######## block 1 ########
--- config.mk ---
export PLATFORM = sky130hd
export DESIGN_NAME = gshare_pht
export DESIGN_NICKNAME = d
export VERILOG_FILES = /design/src/rtl/gshare_pht.sv
export SDC_FILE = /design/constraint.sdc
export NUM_CORES = 1
export LEC_CHECK = 0
export ABC_AREA = 1
export CAP_MARGIN = 15
export CORE_MARGIN = 2
export CORE_UTILIZATION = 47
export CTS_CLUSTER_SIZE = 16
export DETAILED_ROUTE_END_ITERATION = 10
export GPL_TIMING_DRIVEN = 0
export HOLD_SLACK_MARGIN = 0.05
export PLACE_DENSITY_LB_ADDON = 0.3
export SLEW_MARGIN = 5
export SYNTH_ARGS = -nofsm -noshare
export SYNTH_HDL_FRONTEND = slang
export SYNTH_SLANG_ARGS = --single-unit
--- constraint.sdc ---
create_clock -name clk -period 1.4 [get_ports clk]
set_input_delay 0.28 -clock clk [delete_from_list [all_inputs] [get_ports clk]]
set_output_delay 0.28 -clock clk [all_outputs]
set_load 0.1 [all_outputs]
--- src/rtl/gshare_pht.sv ---
// gshare_pht: gshare pattern history table of 2-bit saturating counters with history handoff and mispredict count
module gshare_pht #(
  parameter int GHR_W = 3,
  parameter int PC_W = 8,
  parameter int CNT_W = 16,
  parameter logic [1:0] INIT_CTR = 2'b01
) (
  input  logic             clk,
  input  logic             reset,
  input  logic             lookup_en,
  input  logic [PC_W-1:0]  lookup_pc,
  input  logic [GHR_W-1:0] ghr_in,
  output logic             pred_valid,
  output logic             pred_taken,
  output logic [GHR_W-1:0] pred_idx,
  input  logic             upd_en,
  input  logic [GHR_W-1:0] upd_idx,
  input  logic             upd_taken,
  input  logic             upd_pred,
  output logic             ghr_update_en,
  output logic             ghr_in_bit,
  output logic [CNT_W-1:0] mispredict_cnt
);
  localparam int N = 1 << GHR_W;
  logic [1:0]       tbl_q [N];
  logic [1:0]       tbl_d [N];
  logic [1:0]       cur;
  logic [GHR_W-1:0] idx;
  logic             pred_valid_q, pred_valid_d;
  logic             pred_taken_q, pred_taken_d;
  logic [GHR_W-1:0] pred_idx_q, pred_idx_d;
  logic             ghr_update_en_q, ghr_update_en_d;
  logic             ghr_in_bit_q, ghr_in_bit_d;
  logic [CNT_W-1:0] cnt_q, cnt_d;
  logic             unused_pc;
  assign unused_pc = ^lookup_pc;
  assign idx = lookup_pc[GHR_W+1:2] ^ ghr_in;
  assign cur = tbl_q[upd_idx];
  // Lookup reads the pre-update table, so a same-index update in the same cycle is read-before-write
  always_comb begin
    tbl_d = tbl_q;
    if (upd_en) tbl_d[upd_idx] = upd_taken ? ((cur == 2'b11) ? cur : cur + 2'b01) : ((cur == 2'b00) ? cur : cur - 2'b01);
    pred_valid_d = lookup_en;
    pred_taken_d = lookup_en ? tbl_q[idx][1] : pred_taken_q;
    pred_idx_d = lookup_en ? idx : pred_idx_q;
    ghr_update_en_d = upd_en;
    ghr_in_bit_d = upd_en ? upd_taken : ghr_in_bit_q;
    cnt_d = (upd_en && (upd_pred != upd_taken) && !(&cnt_q)) ? cnt_q + {{(CNT_W-1){1'b0}}, 1'b1} : cnt_q;
  end
  // State registers; async reset drops any in-flight lookup or training
  always_ff @(posedge clk or negedge reset) begin
    if (!reset) begin
      for (int i = 0; i < N; i++) tbl_q[i] <= INIT_CTR;
      pred_valid_q <= 1'b0;
      pred_taken_q <= 1'b0;
      pred_idx_q <= '0;
      ghr_update_en_q <= 1'b0;
      ghr_in_bit_q <= 1'b0;
      cnt_q <= '0;
    end else begin
      tbl_q <= tbl_d;
      pred_valid_q <= pred_valid_d;
      pred_taken_q <= pred_taken_d;
      pred_idx_q <= pred_idx_d;
      ghr_update_en_q <= ghr_update_en_d;
      ghr_in_bit_q <= ghr_in_bit_d;
      cnt_q <= cnt_d;
    end
  end
  assign pred_valid = pred_valid_q;
  assign pred_taken = pred_taken_q;
  assign pred_idx = pred_idx_q;
  assign ghr_update_en = ghr_update_en_q;
  assign ghr_in_bit = ghr_in_bit_q;
  assign mispredict_cnt = cnt_q;
endmodule

######## block 2 ########
==> src/rtl/mmio_uart_rx_pkg.sv <==
// Shared definitions for the MMIO UART receiver: register offsets, STATUS bit
// positions and RX FSM states. UART_RX_PARITY_EN adds the PARITY state (8E1).
package mmio_uart_rx_pkg;

  localparam logic [31:0] UART_RX_QUEUE_HEAD_OFFSET = 32'h0000_0100;
  localparam logic [31:0] UART_RX_QUEUE_TAIL_OFFSET = 32'h0000_0104;
  localparam logic [31:0] UART_RX_STATUS_OFFSET     = 32'h0000_0108;

  localparam int unsigned STATUS_OVERFLOW_BIT   = 0;
  localparam int unsigned STATUS_FRAME_ERR_BIT  = 1;
  localparam int unsigned STATUS_PARITY_ERR_BIT = 2;

  typedef enum logic [2:0] {
    RX_IDLE,
    RX_START,
    RX_DATA,
`ifdef UART_RX_PARITY_EN
    RX_PARITY,
`endif
    RX_STOP
  } rx_state_t;

  function automatic int unsigned clks_per_bit(input int unsigned fmax_mhz,
                                               input int unsigned baud);
    return (fmax_mhz * 1000000) / baud;
  endfunction

endpackage

==> src/rtl/mmio_uart_rx_uart_rx.sv <==
// Serial deserialiser: two-flop synchroniser, edge detect and RX frame FSM.
// UART_RX_PARITY_EN selects 8E1 framing; otherwise 8N1.
module uart_rx
  import mmio_uart_rx_pkg::*;
#(
  parameter int unsigned CLKS_PER_BIT = 234
) (
  input  logic       clk,
  input  logic       reset,
  input  logic       rx_in,
  output logic [7:0] data,
  output logic       byte_valid,
  output logic       frame_err_pulse,
  output logic       parity_err_pulse
);

  localparam int unsigned CW = $clog2(CLKS_PER_BIT);
  localparam logic [CW-1:0] FULL_M1 = CW'(CLKS_PER_BIT - 1);
  localparam logic [CW-1:0] HALF_M1 = CW'(CLKS_PER_BIT / 2 - 1);

  logic          sync1_q, sync1_d, sync2_q, sync2_d, prev_q, prev_d;
  logic [1:0]    settle_q, settle_d;
  logic          armed_q, armed_d;
  rx_state_t     state_q, state_d;
  logic [CW-1:0] cnt_q, cnt_d;
  logic [2:0]    bit_q, bit_d;
  logic [7:0]    shift_q, shift_d;
  logic          par_bad_q, par_bad_d;
  logic          fall;
  logic          cnt_full;

  always_ff @(posedge clk) begin
    if (reset) begin
      sync1_q   <= 1'b1;
      sync2_q   <= 1'b1;
      prev_q    <= 1'b1;
      settle_q  <= '0;
      armed_q   <= 1'b0;
      state_q   <= RX_IDLE;
      cnt_q     <= '0;
      bit_q     <= '0;
      shift_q   <= '0;
      par_bad_q <= 1'b0;
    end else begin
      sync1_q   <= sync1_d;
      sync2_q   <= sync2_d;
      prev_q    <= prev_d;
      settle_q  <= settle_d;
      armed_q   <= armed_d;
      state_q   <= state_d;
      cnt_q     <= cnt_d;
      bit_q     <= bit_d;
      shift_q   <= shift_d;
      par_bad_q <= par_bad_d;
    end
  end

  // The sync chain resets to "idle high", which is not a real observation of the
  // line; edges are only honoured once a genuine high has passed through it.
  always_comb begin
    sync1_d   = rx_in;
    sync2_d   = sync1_q;
    prev_d    = sync2_q;
    settle_d  = {settle_q[0], 1'b1};
    armed_d   = armed_q | (settle_q[1] & sync2_q);
    fall      = armed_q & prev_q & ~sync2_q;
    cnt_full  = (cnt_q == FULL_M1);
    state_d   = state_q;
    cnt_d     = cnt_q + 1'b1;
    bit_d     = bit_q;
    shift_d   = shift_q;
    par_bad_d = par_bad_q;
    unique case (state_q)
      RX_IDLE: begin
        cnt_d = '0;
        if (fall) begin
          state_d   = RX_START;
          par_bad_d = 1'b0;
        end
      end
      RX_START: begin
        if (cnt_q == HALF_M1) begin
          cnt_d   = '0;
          bit_d   = '0;
          state_d = sync2_q ? RX_IDLE : RX_DATA;
        end
      end
      RX_DATA: begin
        if (cnt_full) begin
          cnt_d   = '0;
          shift_d = {sync2_q, shift_q[7:1]};
          bit_d   = bit_q + 1'b1;
          if (bit_q == 3'd7) begin
`ifdef UART_RX_PARITY_EN
            state_d = RX_PARITY;
`else
            state_d = RX_STOP;
`endif
          end
        end
      end
`ifdef UART_RX_PARITY_EN
      RX_PARITY: begin
        if (cnt_full) begin
          cnt_d     = '0;
          par_bad_d = ^{shift_q, sync2_q};
          state_d   = RX_STOP;
        end
      end
`endif
      RX_STOP: begin
        if (cnt_full) begin
          cnt_d   = '0;
          state_d = RX_IDLE;
        end
      end
      default: state_d = RX_IDLE;
    endcase
  end

  always_comb begin
    data             = shift_q;
    byte_valid       = 1'b0;
    frame_err_pulse  = 1'b0;
    parity_err_pulse = 1'b0;
    unique case (state_q)
`ifdef UART_RX_PARITY_EN
      RX_PARITY: parity_err_pulse = cnt_full & (^{shift_q, sync2_q});
`endif
      RX_STOP: begin
        if (cnt_full) begin
          frame_err_pulse = ~sync2_q;
          byte_valid      = sync2_q & ~par_bad_q;
        end
      end
      default: ;
    endcase
  end

endmodule

==> src/rtl/mmio_uart_rx.sv <==
// MMIO UART receiver: 256-byte ring buffer (64 x 32-bit words), queue pointers,
// sticky W1C status flags. UART_RX_PARITY_EN enables 8E1 framing and STATUS bit 2.
module mmio_uart_rx
  import mmio_uart_rx_pkg::*;
#(
  parameter int unsigned FMAX_MHz = 27,
  parameter int unsigned BAUD     = 115200
) (
  input  logic        clk,
  input  logic        reset,
  input  logic        uart_rx,
  input  logic        input_cmd_start,
  input  logic        input_cmd_write,
  output logic        output_cmd_ready,
  input  logic [31:0] input_addr,
  output logic [31:0] output_rdata,
  output logic        output_rdata_valid,
  input  logic [31:0] input_wdata
);

  localparam int unsigned CLKS_PER_BIT = clks_per_bit(FMAX_MHz, BAUD);

  logic [7:0]  rx_data;
  logic        rx_valid, rx_frame_err, rx_parity_err;
  logic [31:0] ring_q [64];
  logic [7:0]  head_q, head_d, tail_q, tail_d;
  logic [2:0]  flags_q, flags_d, flag_set, flag_clr;
  logic [31:0] rdata_q, rdata_d;
  logic        is_write, full, enq;
  logic        unused_wdata;

  uart_rx #(
    .CLKS_PER_BIT(CLKS_PER_BIT)
  ) u_rx (
    .clk             (clk),
    .reset           (reset),
    .rx_in           (uart_rx),
    .data            (rx_data),
    .byte_valid      (rx_valid),
    .frame_err_pulse (rx_frame_err),
    .parity_err_pulse(rx_parity_err)
  );

  assign output_cmd_ready   = 1'b1;
  assign output_rdata_valid = 1'b1;
  assign output_rdata       = rdata_q;
  assign unused_wdata       = ^input_wdata[31:8];

  // Full check uses the pre-write head; set wins over a same-cycle W1C.
  always_comb begin
    is_write = input_cmd_start & input_cmd_write;
    full     = ((tail_q + 8'd1) == head_q);
    enq      = rx_valid & ~full;
    head_d   = (is_write && input_addr == UART_RX_QUEUE_HEAD_OFFSET) ? input_wdata[7:0] : head_q;
    tail_d   = enq ? tail_q + 8'd1 : tail_q;
    flag_clr = (is_write && input_addr == UART_RX_STATUS_OFFSET) ? input_wdata[2:0] : '0;
    flag_set = '0;
    flag_set[STATUS_OVERFLOW_BIT]   = rx_valid & full;
    flag_set[STATUS_FRAME_ERR_BIT]  = rx_frame_err;
    flag_set[STATUS_PARITY_ERR_BIT] = rx_parity_err;
    flags_d  = (flags_q & ~flag_clr) | flag_set;
  end

  always_comb begin
    rdata_d = '0;
    if (input_addr[31:8] == '0)
      rdata_d = ring_q[input_addr[7:2]];
    else if (input_addr == UART_RX_QUEUE_HEAD_OFFSET)
      rdata_d = {24'b0, head_q};
    else if (input_addr == UART_RX_QUEUE_TAIL_OFFSET)
      rdata_d = {24'b0, tail_q};
    else if (input_addr == UART_RX_STATUS_OFFSET)
      rdata_d = {29'b0, flags_q};
  end

  always_ff @(posedge clk) begin
    if (reset) begin
      head_q  <= '0;
      tail_q  <= '0;
      flags_q <= '0;
      rdata_q <= '0;
    end else begin
      head_q  <= head_d;
      tail_q  <= tail_d;
      flags_q <= flags_d;
      rdata_q <= rdata_d;
    end
  end

  always_ff @(posedge clk) begin
    if (enq)
      ring_q[tail_q[7:2]][{tail_q[1:0], 3'b000} +: 8] <= rx_data;
  end

endmodule

==> config.mk <==
export PLATFORM = sky130hd
export DESIGN_NAME = mmio_uart_rx
export DESIGN_NICKNAME = d
export VERILOG_FILES = /design/src/rtl/mmio_uart_rx_pkg.sv /design/src/rtl/mmio_uart_rx_uart_rx.sv /design/src/rtl/mmio_uart_rx.sv
export SDC_FILE = /design/constraint.sdc
export NUM_CORES = 2
export LEC_CHECK = 0
export CELL_PAD_IN_SITES_DETAIL_PLACEMENT = 1
export CELL_PAD_IN_SITES_GLOBAL_PLACEMENT = 1
export CORE_MARGIN = 3
export CORE_UTILIZATION = 30
export CTS_CLUSTER_DIAMETER = 60
export DETAILED_ROUTE_END_ITERATION = 10
export PLACE_DENSITY = 0.48
export SLEW_MARGIN = 20
export SYNTH_ARGS = -nofsm -noshare
export SYNTH_HDL_FRONTEND = slang
export SYNTH_SLANG_ARGS = --single-unit
==> constraint.sdc <==
create_clock -name clk -period 3.53 [get_ports clk]
set_input_delay 0.706 -clock clk [delete_from_list [all_inputs] [get_ports clk]]
set_output_delay 0.706 -clock clk [all_outputs]
set_load 0.01 [all_outputs]
######## block 3 ########
## src/rtl/signed_sum_accumulator.sv

```systemverilog
// Frame accumulator for signed adder samples: sums COUNT samples into a saturating
// total, flags any clipping, and hands the frame to the sink over valid/ready.
module signed_sum_accumulator #(
    parameter int unsigned IN_WIDTH  = 5,
    parameter int unsigned ACC_WIDTH = 8,
    parameter int unsigned COUNT     = 4
) (
    input  logic                 clk,
    input  logic                 reset,
    input  logic                 start,
    input  logic                 in_valid,
    input  logic [IN_WIDTH-1:0]  in_data,
    output logic                 in_ready,
    output logic                 out_valid,
    input  logic                 out_ready,
    output logic [ACC_WIDTH-1:0] out_data,
    output logic                 out_sat,
    output logic                 busy
);

    localparam int unsigned SUM_W = ACC_WIDTH + 1;
    localparam int unsigned CNT_W = $clog2(COUNT + 1);

    typedef enum logic [1:0] {
        IDLE  = 2'd0,
        ACCUM = 2'd1,
        DONE  = 2'd2
    } state_e;

    state_e               state_q;
    logic [ACC_WIDTH-1:0] acc_q;
    logic [ACC_WIDTH-1:0] acc_d;
    logic [CNT_W-1:0]     cnt_q;
    logic                 sat_q;
    logic                 sat_d;
    logic                 out_valid_q;
    logic [ACC_WIDTH-1:0] out_data_q;
    logic                 out_sat_q;

    logic [SUM_W-1:0]     in_ext;
    logic [SUM_W-1:0]     acc_ext;
    logic [SUM_W-1:0]     sum;
    logic                 ovf;
    logic                 accept;
    logic                 last_beat;

    // One guard bit above the accumulator exposes overflow as a mismatch of the top two bits.
    always_comb begin
        in_ext  = {{(SUM_W - IN_WIDTH){in_data[IN_WIDTH-1]}}, in_data};
        acc_ext = {acc_q[ACC_WIDTH-1], acc_q};
        sum     = acc_ext + in_ext;
        ovf     = sum[SUM_W-1] ^ sum[SUM_W-2];
        acc_d   = sum[ACC_WIDTH-1:0];
        if (ovf) begin
            acc_d = sum[SUM_W-1] ? {1'b1, {(ACC_WIDTH-1){1'b0}}}
                                 : {1'b0, {(ACC_WIDTH-1){1'b1}}};
        end
        sat_d = sat_q | ovf;
    end

    assign in_ready  = (state_q == ACCUM);
    assign busy      = (state_q != IDLE);
    assign accept    = in_valid && in_ready;
    assign last_beat = (cnt_q == CNT_W'(COUNT - 1));

    assign out_valid = out_valid_q;
    assign out_data  = out_data_q;
    assign out_sat   = out_sat_q;

    always_ff @(posedge clk or posedge reset) begin
        if (reset) begin
            state_q     <= IDLE;
            acc_q       <= '0;
            cnt_q       <= '0;
            sat_q       <= 1'b0;
            out_valid_q <= 1'b0;
            out_data_q  <= '0;
            out_sat_q   <= 1'b0;
        end else begin
            case (state_q)
                IDLE: begin
                    if (start) begin
                        acc_q   <= '0;
                        cnt_q   <= '0;
                        sat_q   <= 1'b0;
                        state_q <= ACCUM;
                    end
                end
                ACCUM: begin
                    if (accept) begin
                        acc_q <= acc_d;
                        sat_q <= sat_d;
                        if (last_beat) begin
                            cnt_q       <= '0;
                            out_valid_q <= 1'b1;
                            out_data_q  <= acc_d;
                            out_sat_q   <= sat_d;
                            state_q     <= DONE;
                        end else begin
                            cnt_q <= cnt_q + CNT_W'(1);
                        end
                    end
                end
                DONE: begin
                    // Result stays frozen until the sink takes it.
                    if (out_ready) begin
                        out_valid_q <= 1'b0;
                        state_q     <= IDLE;
                    end
                end
                default: begin
                    state_q <= IDLE;
                end
            endcase
        end
    end

endmodule
```

## config.mk

```make
export PLATFORM = sky130hd
export DESIGN_NAME = signed_sum_accumulator
export DESIGN_NICKNAME = d
export VERILOG_FILES = /design/src/rtl/signed_sum_accumulator.sv
export SDC_FILE = /design/constraint.sdc
export NUM_CORES = 1
export LEC_CHECK = 0
export CORE_AREA = 2 2 65 60
export DETAILED_ROUTE_END_ITERATION = 7
export DIE_AREA = 0 0 67 62
export PLACE_DENSITY_LB_ADDON = 0.08
export SYNTH_ARGS = -nofsm -noshare
export SYNTH_HDL_FRONTEND = slang
export SYNTH_SLANG_ARGS = --single-unit
```

## constraint.sdc

```tcl
create_clock -name clk -period 2 [get_ports clk]
set_input_delay 0.3 -clock clk [delete_from_list [all_inputs] [get_ports clk]]
set_output_delay 0.3 -clock clk [all_outputs]
set_load 0.03 [all_outputs]
```

==> block_1/port_trees.png <==
Drawn at 4 px/um.
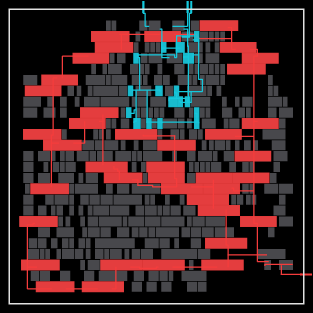
legend:
  red:
    port: reset
    bits: 1
    direction: input
    end_cells: 39
    buffers: 3
    wire: 321 um
  cyan:
    port: upd_idx
    bits: 3
    direction: input
    end_cells: 18
    buffers: 4
    wire: 167 um

==> writeup.txt, block 1 <==
Per the post-synthesis report, the number of cells in the design is 291. The pre-placement core utilization is 0.484. The power density normalized to cell area is 1610 mW/mm^2. The logs give 16 for the number of setup violations in the final report and 383 for the cell count after placement. The cell seen most often among critical-path stages is sky130_fd_sc_hd__nor2_4. The sequential cell count came out at 39. According to the timing report, the data required time at the worst endpoint equals 1.58 ns. On the critical path the largest part of the delay comes from simple AND/OR/NAND/NOR gates.

In this run the most used layer during global routing was met2. The routability congestion estimate was 0.855. The final critical-path required period is 1.47 ns. The tools report the post-layout worst setup margin as -0.0655 ns.

Count of clock-net buffers in the final layout: 8. The final reports fail on negative setup slack. The power in sequential cells is 1.77 mW.

The flow ran to the end, but the final reports show violations. Summed over all combinational cells, the power is 2.51 mW. The sequential fraction of design power was 0.346; the mapped cell area was 0.00225 sq mm.

Checking hold timing, the worst path is listed with class input port to async pin. In this run the horizontal extent of the chip is 73.3 um. The number of hold-repair buffers added at the cts stage was 1; the number of cells on the critical path was 8. Across all stage logs, warnings added up to 34. The detailed router put a total of 2.62 mm of wire on met1. TritonCTS built the clock tree. The run gives 5.10 for the detail-routed via count per cell. The prevailing post-synth register cell is sky130_fd_sc_hd__dfrtp_1. Remaining antenna violation count after routing: 0.

Per STA, the endpoint of the critical path is mispredict_cnt[7]. The post-CTS clock slew at the launch and capture registers of the worst setup and hold paths came out at 0.08 ns. Per the Yosys statistics, synthesis produced 291 cells. Fraction of registers with async set/reset: 1.00. The sort of element at the end of the critical path is a flip-flop. The sequential share of cell area is 0.324. The leading cell type in the layout, fill and taps excluded was sky130_fd_sc_hd__nand2_1. The finished cells cover 0.00318 sq mm.

The multi-input combinational cells in the finished layout cover a total of 0.00130 sq mm. Signal routing reaches up to met4. Headroom to the max-slew limit: 0.673.
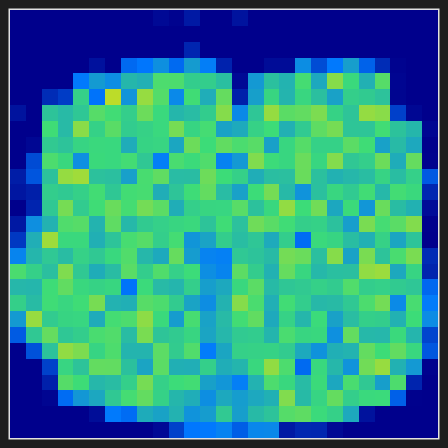
(block_2/util_map.png)
The die is cut into 27 by 27 equal tiles; dark blue is low, red is high, 0 to 100% covered.
mean over tiles: 34%
emptiest ninth of the die: top left
nearly empty tiles: 21%
fullest tile: 66%

==> writeup.txt, block 2 <==
The final timing report counts setup violations totalling 0. Met2 track demand over resource: 0.293. The slew at the pin with the worst max-slew slack works out to 1.18 ns.

The tools report the final count of pins violating max slew as 0. In this run the cell area of the synthesized design comes to 0.0828 sq mm. The pre-placement core utilization came out at 0.302. The run gives 0 for the number of hold-repair buffers added at the cts stage.

The most critical hold endpoint after final layout shows a slack of 0.200 ns. The highest layer touched by signal routing is met5. There are 2126 flip-flops and latches.

The leading cell type in the layout, fill and taps excluded was sky130_fd_sc_hd__edfxtp_1. Register cell area after layout: 0.0631 sq mm. Depth of the worst register-to-register path: 9.

Yosys shows that the main logic family after synthesis is multiplexers. Walking the worst path, the cells encountered are ha_1 -> and3_1 -> nor2b_1 -> o21ai_0 -> a2111o_1 -> nand3_2 -> buf_12 -> buf_4 -> nor2_1. The tools report the post-layout worst setup margin as 0.0719 ns. The run gives 28.9 nW as the static leakage.

The longest incremental delay of any stage on the critical path is reported as 0.79 ns. The flow ran to the end, and the final reports show no timing, DRC or antenna violations. The first element of the critical path is tail_q[0]. Per the timing report, the biggest fanout along the worst path comes to 21.

The number of global-route vias before repair came out at 44200. The post-route core utilization was 0.362. The total global-route track usage was 0.181. The largest total area in the synthesized netlist belongs to sky130_fd_sc_hd__edfxtp_1. The sequential fraction of design power came out at 0.517.

The CTS log lists the clock sinks for this run as 2126. The fraction of layout cells with a size suffix above 1 is 0.326, and the flip-flop count of the largest register after layout is 2048. The number of max-capacitance violations reported is 0. Data arrives at the worst endpoint at 3.96 ns. Following the worst setup path forward leads to its endpoint at ring_q[15][22]. For the net switching power figure, the log shows 10.9 mW. The tools report the worst reg2reg path startpoint as tail_q[0]. After synthesis, the most frequently instantiated cells are sky130_fd_sc_hd__edfxtp_1, sky130_fd_sc_hd__mux4_2, sky130_fd_sc_hd__nor2_1. The run gives 7905 as the cell count after placement.

Met3 usage in global routing: 0.0288. The y dimension of the die came out at 531 um. After synthesis, the design contains 3927 cells according to Yosys. The fraction of the mapped netlist area in adder cells was 0.00227; the final total negative setup slack was 0 ns.

The layer flagged by global routing as most heavily used is met2. Once the clock tree was built, the setup fixing pass inserted 0 buffers. The setup check on the worst reg-to-reg path leaves a slack of 0.07 ns. Per the detailed placement report, the placed cell area equals 0.0917 sq mm.

The detail-routed via count per cell was 5.03. The sequential area share after synthesis was 0.761; the detailed-route wire length was 260 mm. Detailed routing placed a total of 13.0 mm of wire on met3. With the area added between synthesis and finish at 19.9%, the logic gate fraction of the total cell area is 0.190. The finished cells cover 0.0993 sq mm. The number of signal-net buffers in the layout was 520. In the final routing, the length of wire on met1 measures 117 mm.

The synthesized netlist has a Yosys-reported chip area of 0.0828 sq mm.
==> block_3/class_map.png <==
Drawn at 6 px/um.
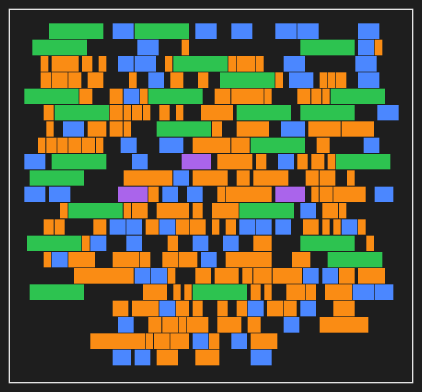
legend:
  blue:
    class: remaining buffers and delay cells
    cells: 61
    share_of_their_area: 23%
  green:
    class: registers
    cells: 24
    share_of_their_area: 26%
  purple:
    class: clock-net drivers
    cells: 3
    share_of_their_area: 1.8%
  orange:
    class: remaining logic cells
    cells: 146
    share_of_their_area: 49%

==> writeup.txt, block 3 <==
The run gives 0.451 ns for the slew at the pin with the worst max-slew slack. The flow ran to the end, but the final reports show violations. For the level count of the clock H-tree, the log shows 1. The final reports fail on negative setup slack. The run gives 175 as the cell count after synthesis. The post-route core utilization came out at 0.652. TritonCTS built the clock tree. The run gives 22 as the number of top-level design ports. The run gives 0.280 for the area share of and-or/or-and cells after synthesis.

Per the timing report, the achievable frequency comes out to 475 MHz. The run gives -0.103 ns as the post-layout worst setup margin. Endpoints with negative setup slack in the final report add up to 13. OpenSTA lists the critical path endpoint as out_sat. The mapped cell area was 0.00164 sq mm; the combined area of the multi-input logic cells was 0.00107 sq mm. Met1 layer wirelength in the final routing: 1.88 mm. Measured along the y axis, the die boundary spans 62 um. In the layout the commonest cells are sky130_fd_sc_hd__buf_4, sky130_fd_sc_hd__dfrtp_1, sky130_fd_sc_hd__clkdlybuf4s50_1, sky130_fd_sc_hd__nor2_1, sky130_fd_sc_hd__nand2_1. Per the GRT congestion report, total overflow comes to 0.

Final worst clock skew: 0.00827 ns.

## Gallery

The metal 1 layer.
picture 1
Drawn at 6 px/um. Supply wires on this layer in gray.
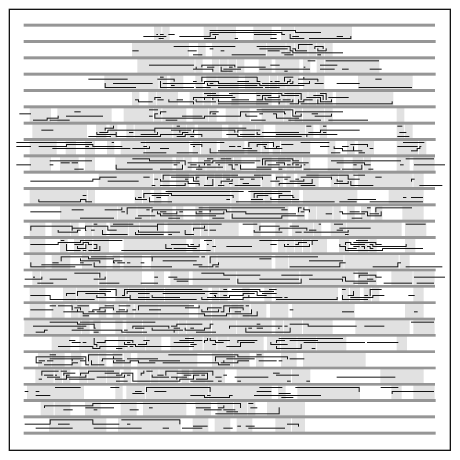
picture 2
Drawn at 8 px/um. Supply wires on this layer in gray.
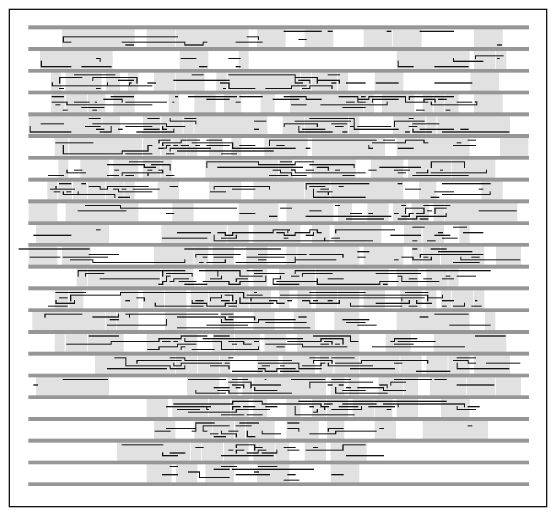
picture 3
Drawn at 1 px/um. Supply wires on this layer in gray.
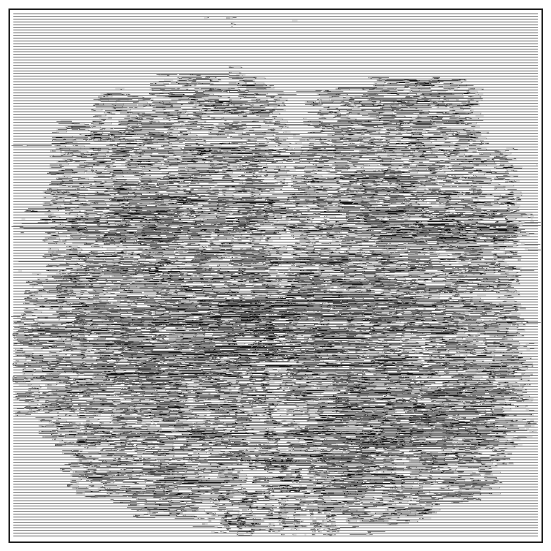
picture 3 -> block 2
picture 1 -> block 1
picture 2 -> block 3
The one with the smallest die is picture 2.

Key to picture 2:
longest straight run: 24.4 um
nets with wire on the layer: 234



==> gallery <==
Cell placement.
image #1
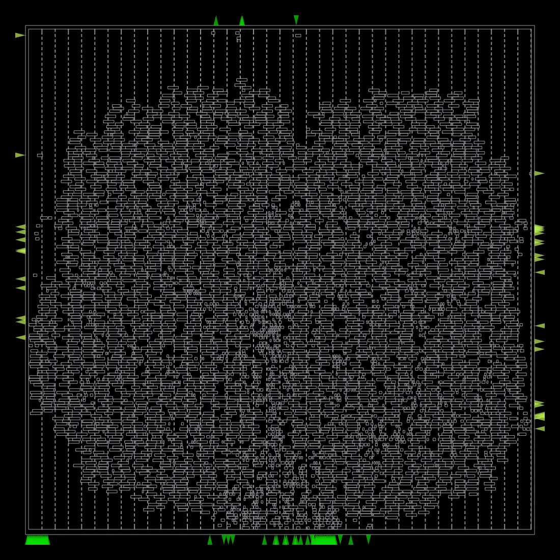
image #2
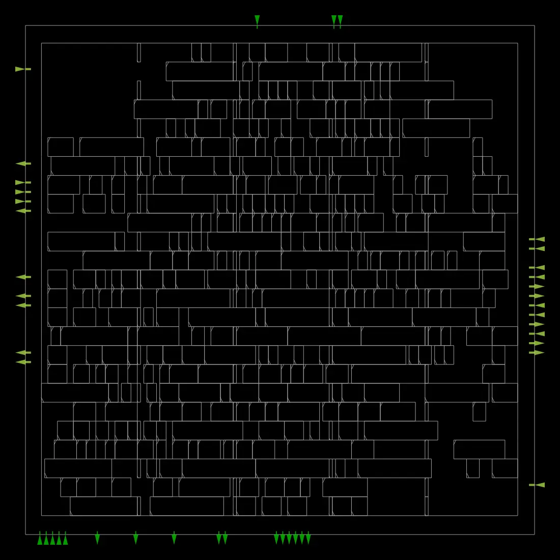
image #3
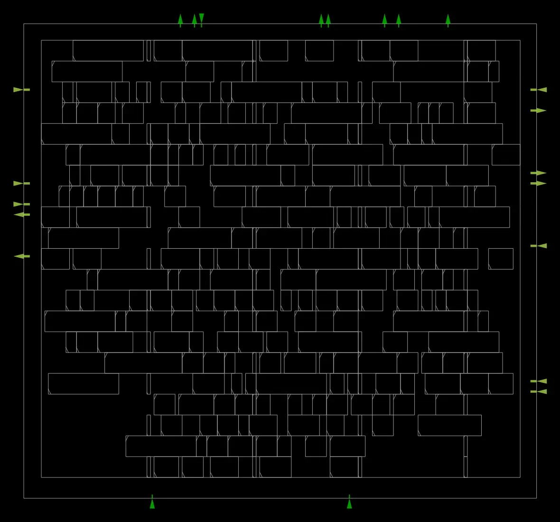
Image #3 is block 3.
Image #1 is block 2.
Image #2 is block 1.
The one with the most sequential cells is image #1.
The one with the fewest sequential cells is image #3.

Power figures rest on the tool's default switching activity, not on a simulated workload.
